=== current_switch_bank ===
## config.mk

```make
export PLATFORM = sky130hd
export DESIGN_NAME = current_switch_bank
export DESIGN_NICKNAME = d
export VERILOG_FILES = /design/src/rtl/current_switch_bank.sv
export SDC_FILE = /design/constraint.sdc
export NUM_CORES = 1
export LEC_CHECK = 0
export ABC_CLOCK_PERIOD_IN_PS = 5150
export CELL_PAD_IN_SITES_DETAIL_PLACEMENT = 2
export CELL_PAD_IN_SITES_GLOBAL_PLACEMENT = 2
export CORE_ASPECT_RATIO = 0.9
export CORE_MARGIN = 10
export CORE_UTILIZATION = 42
export CTS_BUF_LIST = sky130_fd_sc_hd__clkbuf_4 sky130_fd_sc_hd__clkbuf_8
export DETAILED_ROUTE_END_ITERATION = 6
export DONT_BUFFER_PORTS = 1
export GPL_TIMING_DRIVEN = 0
export HOLD_SLACK_MARGIN = 0.05
export PLACE_DENSITY = 0.79
export SYNTH_ARGS = -nofsm -noshare
export SYNTH_HDL_FRONTEND = slang
export SYNTH_SLANG_ARGS = --single-unit
```

## constraint.sdc

```tcl
create_clock -name clk -period 5.15 [get_ports clk]
set_input_delay 1.03 -clock clk [delete_from_list [all_inputs] [get_ports clk]]
set_output_delay 1.03 -clock clk [all_outputs]
set_load 0.02 [all_outputs]
```

## src/rtl/current_switch_bank.sv

```systemverilog
// current_switch_bank
//   Bank of N_CH independent make/break switches steering a signed level.
//   Each channel has a three-state FSM (OFF -> DEAD -> ON). The switch
//   conducts only once the make delay has elapsed. Breaking is immediate.
//   The output is v_in scaled by the summed weight of the conducting
//   channels. It is registered and saturated to the WIDTH-bit signed range.
//
// Parameters
//   N_CH     number of channels (1..16)
//   WIDTH    signed width of v_in / v_out
//   DEAD_CYC make delay in clk edges for OFF->ON (0..255)
//   MODE     0: channel i weighs 2^i, 1: every channel weighs 1
//
// Ports
//   clk       emulation clock, rising edge
//   rst       asynchronous active-high reset
//   v_in      signed source level
//   ctrl      per-channel requested switch state (1 = on)
//   v_out     signed, registered, saturated output level
//   sw_state  per-channel conducting state (1 = ON)
//   busy      high while any channel is in DEAD
//   dbg_state packed per-channel FSM state, channel i at [2*i+1:2*i]
//             (00 OFF, 01 DEAD, 10 ON)
//
// Handshake: none. ctrl is a level request sampled on every rising clk
// edge. There is no valid/ready pairing on this block.
module current_switch_bank #(
  parameter int N_CH     = 4,
  parameter int WIDTH    = 16,
  parameter int DEAD_CYC = 2,
  parameter int MODE     = 0
) (
  input  logic                clk,
  input  logic                rst,
  input  logic [WIDTH-1:0]    v_in,
  input  logic [N_CH-1:0]     ctrl,
  output logic [WIDTH-1:0]    v_out,
  output logic [N_CH-1:0]     sw_state,
  output logic                busy,
  output logic [2*N_CH-1:0]   dbg_state
);

  // Weight-sum width: binary needs N_CH+1 bits, unary needs enough bits to
  // count up to N_CH.
  localparam int WW = (MODE == 0) ? (N_CH + 1) : $clog2(N_CH + 1);
  // Signed product width. The weight gets a zero sign bit, so the product
  // always fits without overflow.
  localparam int PW = WIDTH + WW + 1;

  localparam logic signed [PW-1:0] SAT_HI = {{(PW-WIDTH+1){1'b0}}, {(WIDTH-1){1'b1}}};
  localparam logic signed [PW-1:0] SAT_LO = {{(PW-WIDTH+1){1'b1}}, {(WIDTH-1){1'b0}}};

  typedef enum logic [1:0] {
    ST_OFF  = 2'b00,
    ST_DEAD = 2'b01,
    ST_ON   = 2'b10
  } st_t;

  logic [N_CH-1:0] dead_vec;

  for (genvar i = 0; i < N_CH; i++) begin : g_ch
    st_t        state_q, state_d;
    logic [7:0] cnt_q, cnt_d;

    always_ff @(posedge clk or posedge rst) begin
      if (rst) begin
        state_q <= ST_OFF;
        cnt_q   <= 8'd0;
      end else begin
        state_q <= state_d;
        cnt_q   <= cnt_d;
      end
    end

    always_comb begin
      state_d = state_q;
      cnt_d   = cnt_q;
      case (state_q)
        ST_OFF: begin
          if (ctrl[i]) begin
            if (DEAD_CYC == 0) begin
              state_d = ST_ON;
            end else begin
              state_d = ST_DEAD;
              cnt_d   = 8'(DEAD_CYC);
            end
          end
        end
        ST_DEAD: begin
          if (!ctrl[i]) begin
            state_d = ST_OFF;
            cnt_d   = 8'd0;
          end else if (cnt_q <= 8'd1) begin
            // The edge that sees cnt==1 is the last DEAD edge. That puts ON
            // exactly DEAD_CYC edges after the OFF->DEAD edge.
            state_d = ST_ON;
            cnt_d   = 8'd0;
          end else begin
            cnt_d = cnt_q - 8'd1;
          end
        end
        ST_ON: begin
          if (!ctrl[i]) state_d = ST_OFF;
        end
        default: begin
          // Unused encoding 2'b11 falls back to a safe, non-conducting state.
          state_d = ST_OFF;
          cnt_d   = 8'd0;
        end
      endcase
    end

    assign sw_state[i]          = (state_q == ST_ON);
    assign dead_vec[i]          = (state_q == ST_DEAD);
    assign dbg_state[2*i +: 2]  = state_q;
  end

  assign busy = |dead_vec;

  // Summed weight of the conducting channels.
  logic [WW-1:0] w_sum;
  always_comb begin
    w_sum = '0;
    for (int i = 0; i < N_CH; i++) begin
      if (sw_state[i]) begin
        if (MODE == 0) w_sum = w_sum + (WW'(1) << i);
        else           w_sum = w_sum + WW'(1);
      end
    end
  end

  logic signed [PW-1:0] a_ext, b_ext, prod;
  logic        [WIDTH-1:0] v_sat;

  always_comb begin
    a_ext = PW'($signed(v_in));
    b_ext = $signed(PW'({1'b0, w_sum}));
    prod  = a_ext * b_ext;
    if (prod > SAT_HI)      v_sat = SAT_HI[WIDTH-1:0];
    else if (prod < SAT_LO) v_sat = SAT_LO[WIDTH-1:0];
    else                    v_sat = prod[WIDTH-1:0];
  end

  always_ff @(posedge clk or posedge rst) begin
    if (rst) v_out <= '0;
    else     v_out <= v_sat;
  end

endmodule

```

=== neuron_layer_scheduler ===
===== src/rtl/neuron_sched_pkg.sv =====
// Shared types and defaults for the time-multiplexed neuron layer scheduler.
package neuron_sched_pkg;
    localparam int DEF_NUM_INPUTS  = 2;
    localparam int DEF_NUM_OUTPUTS = 4;
    localparam int DEF_WIDTH       = 8;
    localparam int DEF_TIMEOUT     = 64;

    typedef enum logic [2:0] {
        ST_IDLE, ST_FETCH, ST_LOAD, ST_SEND, ST_GAP, ST_WAIT, ST_DONE
    } sched_state_t;

    // Index width for a count of n items, never narrower than one bit.
    function automatic int idx_w(input int n);
        return (n > 1) ? $clog2(n) : 1;
    endfunction
endpackage


===== src/rtl/sched_watchdog.sv =====
// WAIT-state watchdog: counts enabled cycles since the last clear and flags
// the TIMEOUT-th one.
module sched_watchdog #(
    parameter int TIMEOUT = 64
) (
    input  logic CLK,
    input  logic RST,
    input  logic clear,
    input  logic enable,
    output logic expired
);
    localparam int CW = $clog2(TIMEOUT + 1);

    logic [CW-1:0] cnt;

    always_ff @(posedge CLK) begin
        if (RST || clear)
            cnt <= '0;
        else if (enable && !expired)
            cnt <= cnt + 1'b1;
    end

    assign expired = enable && (cnt == CW'(TIMEOUT - 1));
endmodule


===== src/rtl/neuron_layer_scheduler.sv =====
// Sequences one input vector through NUM_OUTPUTS neurons sharing a single
// neuron datapath: fetch parameters, stream inputs, collect each result.
module neuron_layer_scheduler
    import neuron_sched_pkg::*;
#(
    parameter int NUM_INPUTS  = DEF_NUM_INPUTS,
    parameter int NUM_OUTPUTS = DEF_NUM_OUTPUTS,
    parameter int WIDTH       = DEF_WIDTH,
    parameter int TIMEOUT     = DEF_TIMEOUT
) (
    input  logic                              CLK,
    input  logic                              RST,
    input  logic [NUM_INPUTS*WIDTH-1:0]       IN_VALUES,
    input  logic                              IN_VALID,
    output logic                              IN_READY,
    output logic                              WGT_RD_EN,
    output logic [idx_w(NUM_OUTPUTS)-1:0]     WGT_ADDR,
    input  logic [(NUM_INPUTS+1)*WIDTH-1:0]   WGT_RD_DATA,
    output logic [NUM_INPUTS*WIDTH-1:0]       NRN_WEIGHTS,
    output logic [WIDTH-1:0]                  NRN_BIAS,
    output logic [WIDTH-1:0]                  NRN_VALUE_IN,
    output logic                              NRN_VALID_IN,
    input  logic                              NRN_READY,
    input  logic [WIDTH-1:0]                  NRN_VALUE_OUT,
    input  logic                              NRN_VALID_OUT,
    input  logic                              NRN_OVERFLOW,
    output logic [NUM_OUTPUTS*WIDTH-1:0]      OUT_VALUES,
    output logic [NUM_OUTPUTS-1:0]            OUT_OVERFLOW,
    output logic                              OUT_VALID,
    input  logic                              OUT_READY,
    output logic                              ERROR
);
    localparam int AW = idx_w(NUM_OUTPUTS);
    localparam int IW = idx_w(NUM_INPUTS);
    localparam logic [AW-1:0] LAST_J = AW'(NUM_OUTPUTS - 1);
    localparam logic [IW-1:0] LAST_I = IW'(NUM_INPUTS - 1);

    sched_state_t                          state;
    logic [NUM_INPUTS-1:0][WIDTH-1:0]      x_q;
    logic [NUM_OUTPUTS-1:0][WIDTH-1:0]     out_q;
    logic [AW-1:0]                         j;
    logic [IW-1:0]                         i;
    logic                                  wd_expired;

    sched_watchdog #(.TIMEOUT(TIMEOUT)) u_watchdog (
        .CLK     (CLK),
        .RST     (RST),
        .clear   (state != ST_WAIT),
        .enable  (state == ST_WAIT),
        .expired (wd_expired)
    );

    // The pulse is qualified by READY combinationally so it lands in the very
    // cycle READY is sampled; GAP then guarantees a dead cycle after it.
    assign NRN_VALID_IN = (state == ST_SEND) && NRN_READY;
    assign NRN_VALUE_IN = (state == ST_SEND) ? x_q[i] : '0;
    assign OUT_VALUES   = out_q;

    always_ff @(posedge CLK) begin
        if (RST) begin
            state        <= ST_IDLE;
            IN_READY     <= 1'b1;
            OUT_VALID    <= 1'b0;
            WGT_RD_EN    <= 1'b0;
            WGT_ADDR     <= '0;
            NRN_WEIGHTS  <= '0;
            NRN_BIAS     <= '0;
            out_q        <= '0;
            OUT_OVERFLOW <= '0;
            ERROR        <= 1'b0;
            x_q          <= '0;
            j            <= '0;
            i            <= '0;
        end else begin
            WGT_RD_EN <= 1'b0;
            case (state)
                ST_IDLE: if (IN_VALID) begin
                    x_q          <= IN_VALUES;
                    out_q        <= '0;
                    OUT_OVERFLOW <= '0;
                    ERROR        <= 1'b0;
                    j            <= '0;
                    IN_READY     <= 1'b0;
                    WGT_RD_EN    <= 1'b1;
                    WGT_ADDR     <= '0;
                    state        <= ST_FETCH;
                end
                ST_FETCH: state <= ST_LOAD;
                ST_LOAD: begin
                    NRN_WEIGHTS <= WGT_RD_DATA[NUM_INPUTS*WIDTH-1:0];
                    NRN_BIAS    <= WGT_RD_DATA[(NUM_INPUTS+1)*WIDTH-1 -: WIDTH];
                    i           <= '0;
                    state       <= ST_SEND;
                end
                ST_SEND: if (NRN_READY) begin
                    if (i == LAST_I) begin
                        state <= ST_WAIT;
                    end else begin
                        i     <= i + 1'b1;
                        state <= ST_GAP;
                    end
                end
                ST_GAP: state <= ST_SEND;
                ST_WAIT: begin
                    // A result arriving on the expiry cycle still wins.
                    if (NRN_VALID_OUT) begin
                        out_q[j]        <= NRN_VALUE_OUT;
                        OUT_OVERFLOW[j] <= NRN_OVERFLOW;
                        if (j == LAST_J) begin
                            OUT_VALID <= 1'b1;
                            state     <= ST_DONE;
                        end else begin
                            j         <= j + 1'b1;
                            WGT_RD_EN <= 1'b1;
                            WGT_ADDR  <= j + 1'b1;
                            state     <= ST_FETCH;
                        end
                    end else if (wd_expired) begin
                        ERROR     <= 1'b1;
                        OUT_VALID <= 1'b1;
                        state     <= ST_DONE;
                    end
                end
                ST_DONE: if (OUT_READY) begin
                    OUT_VALID <= 1'b0;
                    IN_READY  <= 1'b1;
                    state     <= ST_IDLE;
                end
                default: state <= ST_IDLE;
            endcase
        end
    end
endmodule

===== config.mk =====
export PLATFORM = sky130hd
export DESIGN_NAME = neuron_layer_scheduler
export DESIGN_NICKNAME = d
export VERILOG_FILES = /design/src/rtl/neuron_sched_pkg.sv /design/src/rtl/sched_watchdog.sv /design/src/rtl/neuron_layer_scheduler.sv
export SDC_FILE = /design/constraint.sdc
export NUM_CORES = 1
export LEC_CHECK = 0
export ABC_AREA = 1
export CAP_MARGIN = 0
export CORE_ASPECT_RATIO = 0.9
export CORE_MARGIN = 1.5
export CORE_UTILIZATION = 46
export CTS_BUF_LIST = sky130_fd_sc_hd__clkbuf_16
export DETAILED_ROUTE_END_ITERATION = 7
export MAX_ROUTING_LAYER = met4
export PLACE_DENSITY = 0.88
export SKIP_CTS_REPAIR_TIMING = 1
export SLEW_MARGIN = 20
export SYNTH_ARGS = -nofsm -noshare
export SYNTH_HDL_FRONTEND = slang
export SYNTH_SLANG_ARGS = --single-unit

===== constraint.sdc =====
create_clock -name CLK -period 1.78 [get_ports CLK]
set_input_delay 0.267 -clock CLK [delete_from_list [all_inputs] [get_ports CLK]]
set_output_delay 0.267 -clock CLK [all_outputs]
set_load 0.01 [all_outputs]

=== imem_loader ===
### config.mk
export PLATFORM = sky130hd
export DESIGN_NAME = imem_loader
export DESIGN_NICKNAME = d
export VERILOG_FILES = /design/src/rtl/imem_loader.sv
export SDC_FILE = /design/constraint.sdc
export NUM_CORES = 1
export LEC_CHECK = 0
export ABC_AREA = 1
export CAP_MARGIN = 5
export CORE_ASPECT_RATIO = 2
export CORE_MARGIN = 10
export CORE_UTILIZATION = 35
export CTS_CLUSTER_SIZE = 12
export DETAILED_ROUTE_END_ITERATION = 8
export GPL_TIMING_DRIVEN = 0
export PLACE_DENSITY = 0.62
export SYNTH_ARGS = -nofsm -noshare
export SYNTH_HDL_FRONTEND = slang
export SYNTH_SLANG_ARGS = --single-unit
### constraint.sdc
create_clock -name clk -period 3.86 [get_ports clk]
set_input_delay 0.772 -clock clk [delete_from_list [all_inputs] [get_ports clk]]
set_output_delay 0.772 -clock clk [all_outputs]
set_load 0.1 [all_outputs]
### src/rtl/imem_loader.sv
// rtl/imem_loader.sv - byte-serial framed instruction-memory loader with core hold
module imem_loader #(
    parameter logic [31:0] BASE_ADDR = 32'h0000_0000,
    parameter int          MAX_WORDS = 64,
    parameter logic [7:0]  SYNC_BYTE = 8'hA5
) (
    input  logic        clk,
    input  logic        rst_n,
    input  logic        in_valid,
    input  logic [7:0]  in_data,
    output logic        in_ready,
    output logic        mem_we,
    output logic [31:0] mem_addr,
    output logic [31:0] mem_wdata,
    output logic        core_hold,
    output logic        busy,
    output logic        done,
    output logic        err
);

    typedef enum logic [2:0] {
        S_SYNC, S_LEN_LO, S_LEN_HI, S_DATA, S_WRITE, S_CSUM, S_DONE, S_ERROR
    } state_t;

    localparam logic [16:0] MAX_LEN = 17'(MAX_WORDS);

    state_t      state_q, state_d;
    logic [15:0] len_q, len_d;
    logic [15:0] idx_q, idx_d;
    logic [1:0]  bcnt_q, bcnt_d;
    logic [7:0]  csum_q, csum_d;
    logic [23:0] word_q, word_d;
    logic        mem_we_q, mem_we_d;
    logic [31:0] mem_addr_q, mem_addr_d;
    logic [31:0] mem_wdata_q, mem_wdata_d;

    logic        accept;
    logic [15:0] new_len;
    logic [16:0] idx_next;

    assign in_ready  = (state_q != S_WRITE);
    assign accept    = in_valid && in_ready;
    assign mem_we    = mem_we_q;
    assign mem_addr  = mem_addr_q;
    assign mem_wdata = mem_wdata_q;
    assign core_hold = (state_q != S_DONE);
    assign done      = (state_q == S_DONE);
    assign err       = (state_q == S_ERROR);
    assign busy      = (state_q == S_LEN_LO) || (state_q == S_LEN_HI) ||
                       (state_q == S_DATA)   || (state_q == S_WRITE)  ||
                       (state_q == S_CSUM);
    assign new_len   = {in_data, len_q[7:0]};
    // 17-bit compare so a 16-bit length is never truncated against the index
    assign idx_next  = {1'b0, idx_q} + 17'd1;

    always_comb begin
        state_d     = state_q;
        len_d       = len_q;
        idx_d       = idx_q;
        bcnt_d      = bcnt_q;
        csum_d      = csum_q;
        word_d      = word_q;
        mem_we_d    = 1'b0;
        mem_addr_d  = mem_addr_q;
        mem_wdata_d = mem_wdata_q;
        case (state_q)
            S_SYNC, S_DONE, S_ERROR: begin
                if (accept && in_data == SYNC_BYTE) state_d = S_LEN_LO;
            end
            S_LEN_LO: begin
                if (accept) begin
                    len_d[7:0] = in_data;
                    state_d    = S_LEN_HI;
                end
            end
            S_LEN_HI: begin
                if (accept) begin
                    len_d  = new_len;
                    idx_d  = 16'd0;
                    bcnt_d = 2'd0;
                    csum_d = 8'd0;
                    if (new_len == 16'd0 || {1'b0, new_len} > MAX_LEN) state_d = S_ERROR;
                    else state_d = S_DATA;
                end
            end
            S_DATA: begin
                if (accept) begin
                    csum_d = csum_q ^ in_data;
                    bcnt_d = bcnt_q + 2'd1;
                    case (bcnt_q)
                        2'd0: word_d[7:0]   = in_data;
                        2'd1: word_d[15:8]  = in_data;
                        2'd2: word_d[23:16] = in_data;
                        default: begin
                            // Write strobe is registered, so it lands in the WRITE cycle
                            mem_we_d    = 1'b1;
                            mem_wdata_d = {in_data, word_q};
                            mem_addr_d  = BASE_ADDR + {14'd0, idx_q, 2'b00};
                            state_d     = S_WRITE;
                        end
                    endcase
                end
            end
            S_WRITE: begin
                idx_d  = idx_q + 16'd1;
                bcnt_d = 2'd0;
                if (idx_next == {1'b0, len_q}) state_d = S_CSUM;
                else state_d = S_DATA;
            end
            S_CSUM: begin
                if (accept) state_d = (in_data == csum_q) ? S_DONE : S_ERROR;
            end
            default: state_d = S_SYNC;
        endcase
    end

    always_ff @(posedge clk) begin
        if (!rst_n) begin
            state_q     <= S_SYNC;
            len_q       <= 16'd0;
            idx_q       <= 16'd0;
            bcnt_q      <= 2'd0;
            csum_q      <= 8'd0;
            word_q      <= 24'd0;
            mem_we_q    <= 1'b0;
            mem_addr_q  <= BASE_ADDR;
            mem_wdata_q <= 32'd0;
        end else begin
            state_q     <= state_d;
            len_q       <= len_d;
            idx_q       <= idx_d;
            bcnt_q      <= bcnt_d;
            csum_q      <= csum_d;
            word_q      <= word_d;
            mem_we_q    <= mem_we_d;
            mem_addr_q  <= mem_addr_d;
            mem_wdata_q <= mem_wdata_d;
        end
    end

endmodule

### Signal wires on met4, neuron_layer_scheduler

Supply wires on this layer in grey. Cells faint in the background.
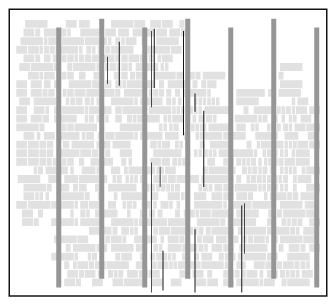
share of all routed wire	2.2%
longest straight run	40.8 microns
wirelength, routed: 11.1 mm
total via count in the routed design: 4011

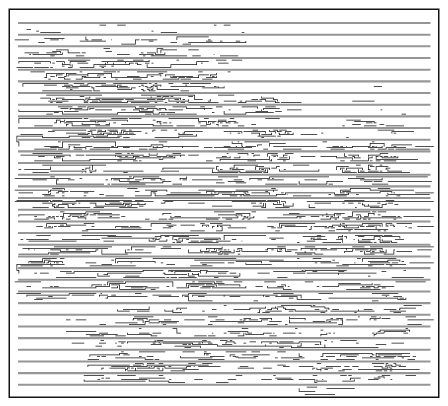
*Metal 1, neuron_layer_scheduler*
Supply wires on this layer in grey.
share of all routed wire	41%
longest straight run	29.4 microns
nets with wire on the layer	634
met1 track utilization from global routing: 30.4%

==> reports/results.md, neuron_layer_scheduler <==
| Metric | Reported |
|:---|:---|
| Outcome | finished, final reports clean |
| Fraction of power spent switching nets | 30.0% |
| Worst setup SP type | flop |
| Diode insertion count for antenna repair | 0 |
| FF-to-FF setup slack | 130 ps |
| Placed Cells | 727 |
| Sequential fraction of the synthesis area | 48.0% |
| Min cycle time layout | 1650 ps |
| Root Buffer Master | clkbuf_16 |
| Overall power consumption | 5.46 mW |
| Setup repair after global routing missed its margin | no |
| Post-detailed-route wirelength per cell | 15.0 microns |
| Net Switching | 1.64 mW |
| Worst voltage drop across the vdd grid | 0.000538 V |
| Setup-failing EPs final | 0 |
| Critical path arrival | 1920 ps |
-- neuron_layer_scheduler: routing by layer --
metal  wire length [microns]  track usage (%)  vias to the layer above
met5                       0                -                        -
met4                     247             7.39                        0
met3                     798             5.60                       27
met2                    5530             43.1                      176
met1                    4570             30.4                     1854
li1                        -                -                     1954
-- neuron_layer_scheduler: registers in the layout, summed over array words and instances, names as in the netlist --
signal / count
NRN_BIAS: 8
IN_READY: 1
NRN_WEIGHTS: 16
i: 1
OUT_OVERFLOW: 4
x_q: 16
u_watchdog.cnt: 7
OUT_VALID: 1
j: 2
ERROR: 1
WGT_RD_EN: 1
state: 3
OUT_VALUES: 32
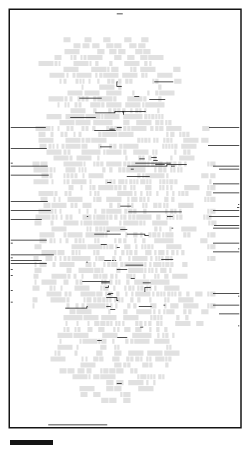
*The metal 3 layer, imem_loader*
Bar = 20 microns. Cells faint in the background.
main direction	horizontal
nets with wire on the layer	68
wirelength, routed: 15.9 mm
GRT met3 Usage: 3.96%
total via count in the routed design: 4882

==> reports/results.md, imem_loader <==
| Metric | Reported |
|:---|:---|
| Outcome | finished, final reports clean |
| Non-clk buf share | 13.7% |
| Final Worst Setup Slack | 423 ps |
| Overall power consumption | 3.11 mW |
| Clock tree from TritonCTS | done |
| Leakage | 2.78 nW |
| Mux share | 0% |
| Worst setup SP type | flop |
| Cell count in the Yosys report | 704 |
| Final Hold Viols | 0 |
| Metal3 WL | 701 microns |
| Die footprint | 0.0203 sq mm |
| Grt total ovfl | 0 |
| Number of warnings issued by yosys | 0 |
| Tool warning count | 29 |
[imem_loader: cells in the mapped netlist, drive strengths merged]
library cell	number
nor3	2
dfxtp	118
buf	31
a31o	1
a21oi	83
nor2	108
o21bai	2
inv	56
a22oi	7
clkbuf	18
nand4	10
xnor2	3
nor4	3
conb	1
clkinv	1
nand3	40
o21ai	92
ha	5
o2111ai	1
xor2	11
a211oi	1
nand2	110
[imem_loader: where the power goes]
| group | internal [mW] | switching, mW |
|---|---|---|
| Clock | 0.874 | 0.626 |
| Combinational | 0.0886 | 0.261 |
| Sequential | 1.24 | 0.0193 |
| Total | 2.20 | 0.907 |
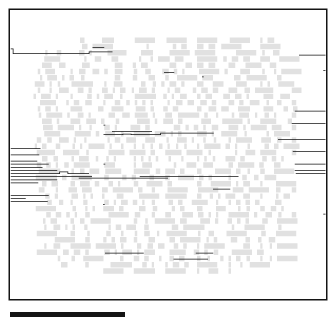
*The metal 3 layer, current_switch_bank*
Bar = 50 microns. Cells faint in the background.
longest straight run	42.8 microns
nets with wire on the layer	32
wire length on this layer	590 microns
share of all routed wire	4.2%
main direction	horizontal
wirelength, routed: 14.1 mm
total via count in the routed design: 4083
GRT met3 Usage: 3.90%

==> reports/results.md, current_switch_bank <==
| Metric | Reported |
|:---|:---|
| Post-detailed-route wirelength per cell | 18.7 microns |
| Top Metal Used | met4 |
| Rel. slew slack | 51.3% |
| Outcome | finished, final reports clean |
| Remaining number of nets flagged by the antenna check after routing | 0 |
| Routability congestion estimate | 0.808 |
| Flip-flops | 56 |
| Number of unique standard cell types used by synthesis | 61 |
| Largest reg by FF count | g_ch.cnt_q |
| Setup-failing EPs final | 0 |
| Top cell type's share of synthesized area | 26.7% |
| Area Overhead vs Synth | 10.0% |
| Most numerous logic cells after layout | inv_1, and2_1, dfrtp_1, ha_1, nor2_1 |
| Endpoint of the worst register-to-register path | v_out[6] |
| Most Crowded Layer GR | met2 |
| Max frequency | 202 MHz |
| Sink Count | 56 |
| Fraction of power spent switching nets | 47.7% |
| Cell area after technology mapping | 0.00525 sq mm |
| Maximum number of pins on one net before global-route repair | 33 |
| Final period util | 96.0% |
| Worst voltage drop across the vdd grid | 0.000238 V |
| Biggest area consumer among synthesized cells | dfrtp_1 |
| Regs by FF count | g_ch.cnt_q: 32 flops, v_out: 16 flops, g_ch.state_q: 8 flops |
| Critical path arrival | 5200 ps |
| Number of standard cells after synthesis | 579 |
| Clock Latency Late Sink | 330 ps |
[current_switch_bank: power by group through the flow]
stage	clock, mW	sequential (mW)	combinational, mW
after floorplan	0	0.870	1.29
after global placement	0	0.916	1.54
after CTS	0.286	0.932	1.67
after detailed placement	0	0.934	1.64
final	0.275	0.929	1.69
after global routing	0.308	0.969	1.93
[current_switch_bank: through the flow]
stage               hold WS, ps  worst slack [ps]  power [mW]  area, sq um
CTS                         552              7.27        2.89         5630
floorplan                   499               212        2.16         5250
global placement            519              -764        2.46         5450
global route                595             -44.4        3.20         5780
detailed placement          529              -964        2.57         5470
finish                      547               207        2.89         5780

=== fifo_read_ctrl ===
### The metal 3 layer, fifo_read_ctrl

Bar = 20 microns. Cells faint in the background.
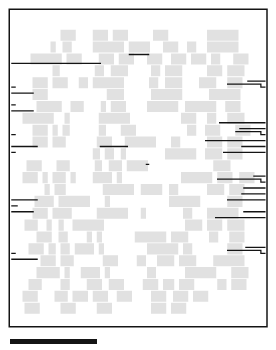

File: src/rtl/fifo_pkg.sv
// fifo_pkg: shared FSM state type and pointer helpers
// for the FIFO read-side controller and its write-side peer.
package fifo_pkg;

  typedef enum logic {
    IDLE  = 1'b0,
    VALID = 1'b1
  } state_t;

  // Pointers are zero-extended into 32 bits; the caller keeps
  // only the low ADDR_W+1 bits, which gives the modular distance.
  function automatic logic [31:0] ptr_diff(
    input logic [31:0] a,
    input logic [31:0] b
  );
    return a - b;
  endfunction

endpackage

File: src/rtl/fifo_ptr_cnt.sv
// fifo_ptr_cnt: wrap-bit pointer counter with sync reset,
// shared by the read and write sides of the FIFO.
module fifo_ptr_cnt #(
  parameter int W = 5
) (
  input  logic         clk,
  input  logic         rst,
  input  logic         en,
  output logic [W-1:0] ptr
);

  always_ff @(posedge clk) begin
    if (rst)
      ptr <= '0;
    else if (en)
      ptr <= ptr + W'(1);
  end

endmodule

File: src/rtl/fifo_read_ctrl.sv
// fifo_read_ctrl: read side of a same-clock FIFO, either
// standard (one-cycle read latency) or first-word-fall-through.
module fifo_read_ctrl
  import fifo_pkg::*;
#(
  parameter int ADDR_W   = 4,
  parameter int DATA_W   = 16,
  parameter int AE_LEVEL = 2,
  parameter int FWFT     = 0
) (
  input  logic              clk,
  input  logic              rst,
  input  logic [ADDR_W:0]   wptr,
  input  logic              rd,
  input  logic              clr_underflow,
  input  logic [DATA_W-1:0] ram_rdata,
  output logic              ram_re,
  output logic [ADDR_W-1:0] ram_raddr,
  output logic [ADDR_W:0]   rptr,
  output logic [DATA_W-1:0] dout,
  output logic              dout_valid,
  output logic              empty,
  output logic              almost_empty,
  output logic [ADDR_W:0]   level,
  output logic              underflow
);

  localparam logic [ADDR_W:0] AE = AE_LEVEL[ADDR_W:0];

  logic              ram_empty;
  logic [ADDR_W:0]   ram_level;
  logic [31:0]       diff;
  logic              unused_diff;
  logic              re_n;
  logic              bypass;
  logic [DATA_W-1:0] hold;

  fifo_ptr_cnt #(
    .W   (ADDR_W + 1)
  ) u_rptr (
    .clk (clk),
    .rst (rst),
    .en  (ram_re),
    .ptr (rptr)
  );

  assign ram_raddr   = rptr[ADDR_W-1:0];
  assign ram_empty   = (wptr == rptr);
  assign diff        = ptr_diff(32'(wptr), 32'(rptr));
  assign ram_level   = diff[ADDR_W:0];
  assign unused_diff = ^diff[31:ADDR_W+1];

  assign ram_re = re_n & ~rst;

  // RAM data is live only on the cycle after a read; afterwards
  // the captured copy keeps dout steady.
  always_ff @(posedge clk) begin
    if (rst) begin
      bypass <= 1'b0;
      hold   <= '0;
    end else begin
      bypass <= ram_re;
      if (bypass)
        hold <= ram_rdata;
    end
  end

  assign dout = bypass ? ram_rdata : hold;

  generate
    if (FWFT != 0) begin : g_fwft
      state_t state;

      always_comb begin
        re_n = 1'b0;
        if (state == IDLE)
          re_n = ~ram_empty;
        else
          re_n = rd & ~ram_empty;
      end

      always_ff @(posedge clk) begin
        if (rst)
          state <= IDLE;
        else if (state == IDLE) begin
          if (~ram_empty)
            state <= VALID;
        end else begin
          if (rd & ram_empty)
            state <= IDLE;
        end
      end

      assign dout_valid = (state == VALID);
      assign empty      = ~dout_valid;
      assign level      = ram_level
                        + (ADDR_W+1)'(dout_valid);
    end else begin : g_std
      assign re_n       = rd & ~ram_empty;
      assign dout_valid = bypass;
      assign empty      = ram_empty;
      assign level      = ram_level;
    end
  endgenerate

  assign almost_empty = (level <= AE);

  // A fresh underflow outranks a same-cycle clear.
  always_ff @(posedge clk) begin
    if (rst)
      underflow <= 1'b0;
    else if (rd & empty)
      underflow <= 1'b1;
    else if (clr_underflow)
      underflow <= 1'b0;
  end

endmodule

File: config.mk
export PLATFORM = sky130hd
export DESIGN_NAME = fifo_read_ctrl
export DESIGN_NICKNAME = d
export VERILOG_FILES = /design/src/rtl/fifo_pkg.sv /design/src/rtl/fifo_ptr_cnt.sv /design/src/rtl/fifo_read_ctrl.sv
export SDC_FILE = /design/constraint.sdc
export NUM_CORES = 1
export LEC_CHECK = 0
export CAP_MARGIN = 20
export CELL_PAD_IN_SITES_DETAIL_PLACEMENT = 1
export CELL_PAD_IN_SITES_GLOBAL_PLACEMENT = 1
export CORE_ASPECT_RATIO = 1.25
export CORE_MARGIN = 2
export CORE_UTILIZATION = 30
export DETAILED_ROUTE_END_ITERATION = 10
export PLACE_DENSITY_LB_ADDON = 0.1
export SLEW_MARGIN = 20
export SYNTH_ARGS = -nofsm -noshare
export SYNTH_HDL_FRONTEND = slang
export SYNTH_SLANG_ARGS = --single-unit
export TNS_END_PERCENT = 1
File: constraint.sdc
create_clock -name clk -period 7.2 [get_ports clk]
set_input_delay 1.8 -clock clk [delete_from_list [all_inputs] [get_ports clk]]
set_output_delay 1.8 -clock clk [all_outputs]
set_load 0.05 [all_outputs]
=== period_meter ===
[config.mk]
export PLATFORM = sky130hd
export DESIGN_NAME = period_meter
export DESIGN_NICKNAME = d
export VERILOG_FILES = /design/src/rtl/period_meter_pkg.sv /design/src/rtl/period_meter_edge_sync.sv /design/src/rtl/period_meter.sv
export SDC_FILE = /design/constraint.sdc
export NUM_CORES = 1
export LEC_CHECK = 0
export ABC_CLOCK_PERIOD_IN_PS = 4100
export CAP_MARGIN = 20
export CORE_MARGIN = 1.5
export CORE_UTILIZATION = 60
export CTS_CLUSTER_DIAMETER = 200
export CTS_CLUSTER_SIZE = 10
export DETAILED_ROUTE_END_ITERATION = 12
export PLACE_DENSITY = 0.82
export SLEW_MARGIN = 30
export SYNTH_ARGS = -nofsm -noshare
export SYNTH_HDL_FRONTEND = slang
export SYNTH_SLANG_ARGS = --single-unit
[constraint.sdc]
create_clock -name clk -period 4.1 [get_ports clk]
set_input_delay 0.82 -clock clk [delete_from_list [all_inputs] [get_ports clk]]
set_output_delay 0.82 -clock clk [all_outputs]
set_load 0.005 [all_outputs]
[src/rtl/period_meter_pkg.sv]
// -----------------------------------------------------------------------------
// period_meter_pkg
//   Shared definitions for the period meter: FSM state encoding and a
//   width-generic saturating increment used by the period and high-time
//   counters.
// -----------------------------------------------------------------------------
`timescale 1ns/1ps

package period_meter_pkg;

    // ST_ARM : waiting for the first rise; partial periods are discarded.
    // ST_MEAS: counting between successive rises.
    typedef enum logic {
        ST_ARM  = 1'b0,
        ST_MEAS = 1'b1
    } state_t;

    // Widest counter sat_inc can handle. Callers zero-extend into this width.
    localparam int SAT_MAX_W = 32;

    // Returns value+1, but stops at 2**width-1 instead of wrapping.
    // If width equals SAT_MAX_W, the shift produces 0 and the subtraction
    // then gives all-ones, which is the correct limit.
    function automatic logic [SAT_MAX_W-1:0] sat_inc(
        input logic [SAT_MAX_W-1:0] value,
        input int unsigned          width
    );
        logic [SAT_MAX_W-1:0] limit;
        limit = (SAT_MAX_W'(1) << width) - SAT_MAX_W'(1);
        if (value >= limit) begin
            return limit;
        end
        return value + SAT_MAX_W'(1);
    endfunction

endpackage

[src/rtl/period_meter_edge_sync.sv]
// -----------------------------------------------------------------------------
// period_meter_edge_sync
//   Brings an asynchronous level into the clk domain through a chain of
//   SYNC_STAGES flops. It also provides rise and fall pulses. Each pulse is one
//   cycle long and comes only from flop outputs, so neither pulse can glitch.
//   Any block with a slow asynchronous input can reuse this module.
//
// Ports
//   clk       in   system clock, rising edge
//   rst       in   asynchronous, active-high reset (clears the whole chain)
//   async_in  in   asynchronous input level
//   level     out  synchronized level (last stage of the chain)
//   rise      out  level & ~level delayed by one cycle
//   fall      out  ~level & level delayed by one cycle
// -----------------------------------------------------------------------------
`timescale 1ns/1ps

module period_meter_edge_sync #(
    parameter int SYNC_STAGES = 2   // must be >= 2
) (
    input  logic clk,
    input  logic rst,
    input  logic async_in,
    output logic level,
    output logic rise,
    output logic fall
);

    logic [SYNC_STAGES-1:0] sync_q;
    logic [SYNC_STAGES-1:0] sync_d;
    logic                   level_dly_q;
    logic                   level_dly_d;

    always_comb begin
        sync_d      = {sync_q[SYNC_STAGES-2:0], async_in};
        level_dly_d = sync_q[SYNC_STAGES-1];
    end

    always_ff @(posedge clk or posedge rst) begin
        if (rst) begin
            sync_q      <= '0;
            level_dly_q <= 1'b0;
        end else begin
            // NOTE: non-blocking assignments make every flop sample its
            // pre-edge input, which keeps the chain a true shift register.
            sync_q      <= sync_d;
            level_dly_q <= level_dly_d;
        end
    end

    assign level = sync_q[SYNC_STAGES-1];
    assign rise  = level & ~level_dly_q;
    assign fall  = ~level & level_dly_q;

endmodule

[src/rtl/period_meter.sv]
// -----------------------------------------------------------------------------
// period_meter
//   Measures a slow, asynchronous periodic signal in clk cycles. The period is
//   measured from rise to rise, and the high time is reported with it. After
//   every rise except the arming one, both values are captured and valid
//   pulses for one cycle. The two counters saturate and never wrap. A
//   saturated measurement is flagged on overflow.
//
// Ports
//   clk        in   system clock, rising edge
//   rst        in   asynchronous, active-high reset
//   en         in   measurement enable; low aborts and re-arms
//   sig_in     in   signal under measurement, any clock domain
//   period     out  [WIDTH] last measured period in clk cycles
//   high_time  out  [WIDTH] last measured high time in clk cycles
//   valid      out  one-cycle pulse when period/high_time update
//   overflow   out  counter saturated in the current/last measurement
//
// WIDTH is limited to SAT_MAX_W (32) by the shared saturating increment.
// -----------------------------------------------------------------------------
`timescale 1ns/1ps

module period_meter
    import period_meter_pkg::*;
#(
    parameter int WIDTH       = 16,
    parameter int SYNC_STAGES = 2
) (
    input  logic             clk,
    input  logic             rst,
    input  logic             en,
    input  logic             sig_in,
    output logic [WIDTH-1:0] period,
    output logic [WIDTH-1:0] high_time,
    output logic             valid,
    output logic             overflow
);

    localparam logic [WIDTH-1:0] CNT_MAX = '1;

    logic s;
    logic rise;
    logic sig_fall_unused;

    state_t           state_q, state_d;
    logic [WIDTH-1:0] cnt_q, cnt_d;
    logic [WIDTH-1:0] hi_q, hi_d;
    logic [WIDTH-1:0] period_q, period_d;
    logic [WIDTH-1:0] high_time_q, high_time_d;
    logic             valid_q, valid_d;
    logic             overflow_q, overflow_d;
    logic [WIDTH-1:0] cnt_inc;
    logic [WIDTH-1:0] hi_inc;

    period_meter_edge_sync #(
        .SYNC_STAGES (SYNC_STAGES)
    ) u_edge_sync (
        .clk      (clk),
        .rst      (rst),
        .async_in (sig_in),
        .level    (s),
        .rise     (rise),
        .fall     (sig_fall_unused)
    );

    assign cnt_inc = WIDTH'(sat_inc(SAT_MAX_W'(cnt_q), WIDTH));
    assign hi_inc  = WIDTH'(sat_inc(SAT_MAX_W'(hi_q), WIDTH));

    always_comb begin
        // NOTE: every _d gets its hold value first, so no path through this
        // block can leave a signal unassigned and infer a latch.
        state_d     = state_q;
        cnt_d       = cnt_q;
        hi_d        = hi_q;
        period_d    = period_q;
        high_time_d = high_time_q;
        overflow_d  = overflow_q;
        valid_d     = 1'b0;

        if (!en) begin
            // Abort and re-arm. Outputs hold, and a rise in this cycle is dropped.
            state_d = ST_ARM;
            cnt_d   = '0;
            hi_d    = '0;
        end else begin
            case (state_q)
                ST_ARM: begin
                    if (rise) begin
                        cnt_d   = WIDTH'(1);
                        hi_d    = WIDTH'(1);
                        state_d = ST_MEAS;
                    end
                end
                ST_MEAS: begin
                    if (rise) begin
                        period_d    = cnt_q;
                        high_time_d = hi_q;
                        valid_d     = 1'b1;
                        cnt_d       = WIDTH'(1);
                        hi_d        = WIDTH'(1);
                        // A saturated capture keeps the flag that was set when
                        // cnt reached the maximum. An in-range capture clears it.
                        if (cnt_q != CNT_MAX) begin
                            overflow_d = 1'b0;
                        end
                    end else begin
                        cnt_d = cnt_inc;
                        if (s) begin
                            hi_d = hi_inc;
                        end
                        if (cnt_inc == CNT_MAX) begin
                            overflow_d = 1'b1;
                        end
                    end
                end
                default: state_d = ST_ARM;
            endcase
        end
    end

    always_ff @(posedge clk or posedge rst) begin
        if (rst) begin
            state_q     <= ST_ARM;
            cnt_q       <= '0;
            hi_q        <= '0;
            period_q    <= '0;
            high_time_q <= '0;
            valid_q     <= 1'b0;
            overflow_q  <= 1'b0;
        end else begin
            state_q     <= state_d;
            cnt_q       <= cnt_d;
            hi_q        <= hi_d;
            period_q    <= period_d;
            high_time_q <= high_time_d;
            valid_q     <= valid_d;
            overflow_q  <= overflow_d;
        end
    end

    assign period    = period_q;
    assign high_time = high_time_q;
    assign valid     = valid_q;
    assign overflow  = overflow_q;

endmodule


==> layout pictures side by side <==
Metal 1.
Supply wires on this layer in grey.
(a)
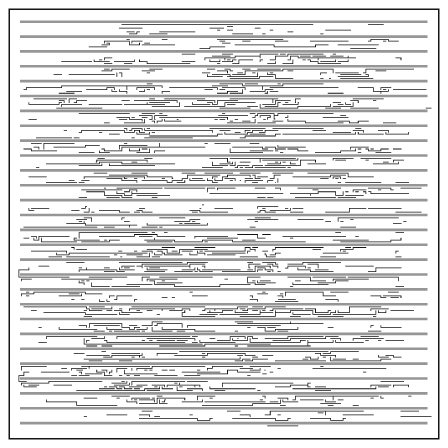
(b)
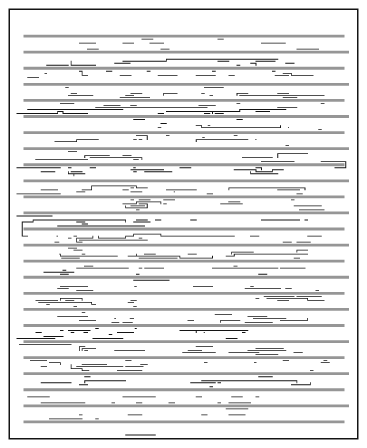
fifo_read_ctrl: (b)
period_meter: (a)

Key to (a):
main direction	horizontal
wire length on this layer	3530 microns
longest straight run	35.0 microns

### Clock wiring as the flow saved it, fifo_read_ctrl

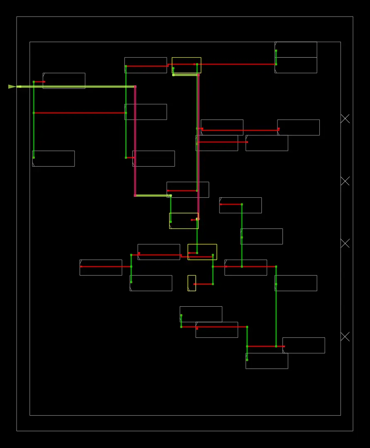
flip-flops: 23
setup clock skew after layout: 2.59 ps
number of clock-tree buffers in the layout: 4

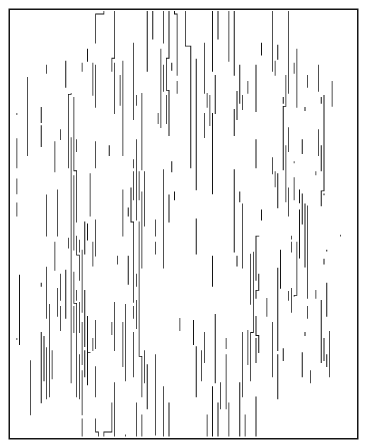
*Signal wires on met2, fifo_read_ctrl*
main direction	vertical
share of all routed wire	55%
longest straight run	41.5 microns
total via count in the routed design: 957
wirelength, routed: 2.68 mm
met2 layer usage reported by global route: 25.4%

## Picture notes: 'The metal 3 layer' of fifo_read_ctrl
share of all routed wire	7.3%
longest straight run	20.2 microns
GRT met3 Usage: 2.85%

==> reports/results.md, fifo_read_ctrl <==
| Metric | Reported |
|:---|:---|
| Number of I/O port buffers | 59 |
| Comb area leader | multiplexers |
| Rel. slew slack | 53.4% |
| Aoi/oai-family share of the synthesized area | 5.79% |
| Syn Area/Cell | 10.2 sq um |
| Seq/total area | 26.0% |
| Post-route DRC violation count | 4 |
| Filler cell count in the final layout | 414 |
| Number of hold buffers added after CTS | 0 |
| Initial antenna violation count | 0 |
| Mux share | 16.9% |
| WP data required | 5400 ps |
| Outcome | complete, but fails checks |
| Failing checks | DRC |
| Total half-perimeter wirelength after legalization and detailed placement | 2.15 mm |
| Root Buffer Master | clkbuf_8 |
-- fifo_read_ctrl: how the worst min path moves through the flow --
stage,endpoint,slack (ps)
6_report,u_rptr.ptr[3],560
3_5_place_dp,u_rptr.ptr[3],550
2_1_floorplan,u_rptr.ptr[3],740
5_1_grt,hold[1],640
4_1_cts,u_rptr.ptr[3],560
3_3_place_gp,u_rptr.ptr[3],530
-- fifo_read_ctrl: state kept, by name, indices dropped and copies added, names as in the netlist --
signal	flops
u_rptr.ptr	5
hold	16
underflow	1
dout_valid	1
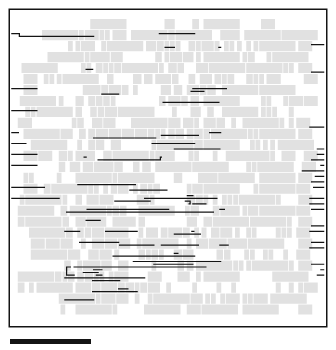
*The metal 3 layer, period_meter*
Bar = 20 microns. Cells faint in the background.
nets with wire on the layer	61
share of all routed wire	7.1%
longest straight run	36.3 microns
GRT met3 Usage: 6.28%
total via count in the routed design: 2935
wirelength, routed: 7.71 mm

==> reports/results.md, period_meter <==
| Metric | Reported |
|:---|:---|
| Outcome | finished, final reports clean |
| Multi-input logic area | 0.00153 sq mm |
| Rel. slew slack | 47.5% |
| Number of warnings issued by yosys | 0 |
| Critical path arrival | 2730 ps |
| Max frequency | 408 MHz |
| Number of standard cells after synthesis | 380 |
| Endpoint of the worst register-to-register path | hi_q[1] |
| Initial DRT Pass Iterations | 5 |
| Remaining number of nets flagged by the antenna check after routing | 0 |
| Std-Cell Rows | 27 |
| Gr usage total | 28.2% |
| Die footprint | 0.00613 sq mm |
| Tool warning count | 26 |
| Count of cell instances traversed by the critical path | 5 |
| Clock Tree Buf Depth | 2 |
| Cell area after technology mapping | 0.00340 sq mm |
| Sequential Power Share | 54.3% |
| Tapcells | 72 |
| Origin of the critical flop-to-flop path | hi_q[0] |
| Pre-placement core utilization | 62.2% |
## period_meter: per-stage QoR
stage          cells  cell area [sq um]  hold slack [ps]  util [%]  power (mW)
2_1_floorplan    380               3400              331         -       0.761
3_3_place_gp     475               3800              338      69.4       0.784
3_5_place_dp     475               3800              345      69.4       0.786
4_1_cts          491               3990              361      72.9        1.32
5_1_grt          491               3990              371      72.9        1.35
6_report         491               3990              358      72.9        1.31
## period_meter: registers in the layout, indices dropped and copies added (netlist names)
signal,count
cnt_q,16
hi_q,16
high_time,16
period,16
u_edge_sync.sync_q,2
overflow,1
state_q,1
u_edge_sync.level_dly_q,1
valid,1


==> gallery <==
Signal wires on met2.
panel A
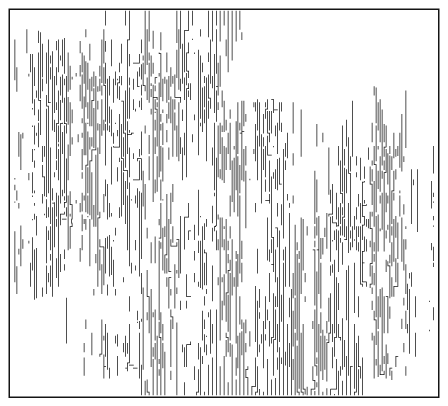
panel B
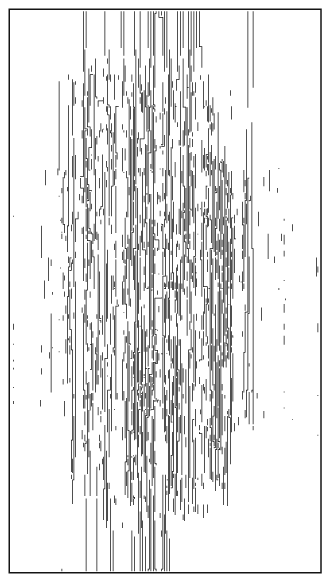
panel C
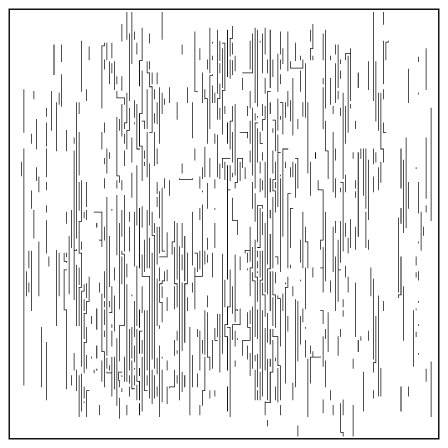
panel D
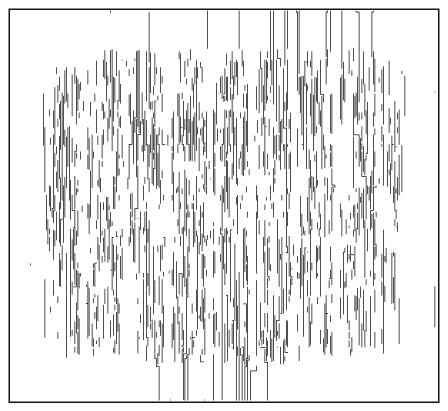
panel A: neuron_layer_scheduler
panel B: imem_loader
panel D: current_switch_bank
panel C: period_meter

Power figures rest on the tool's default switching activity, not on a simulated workload.
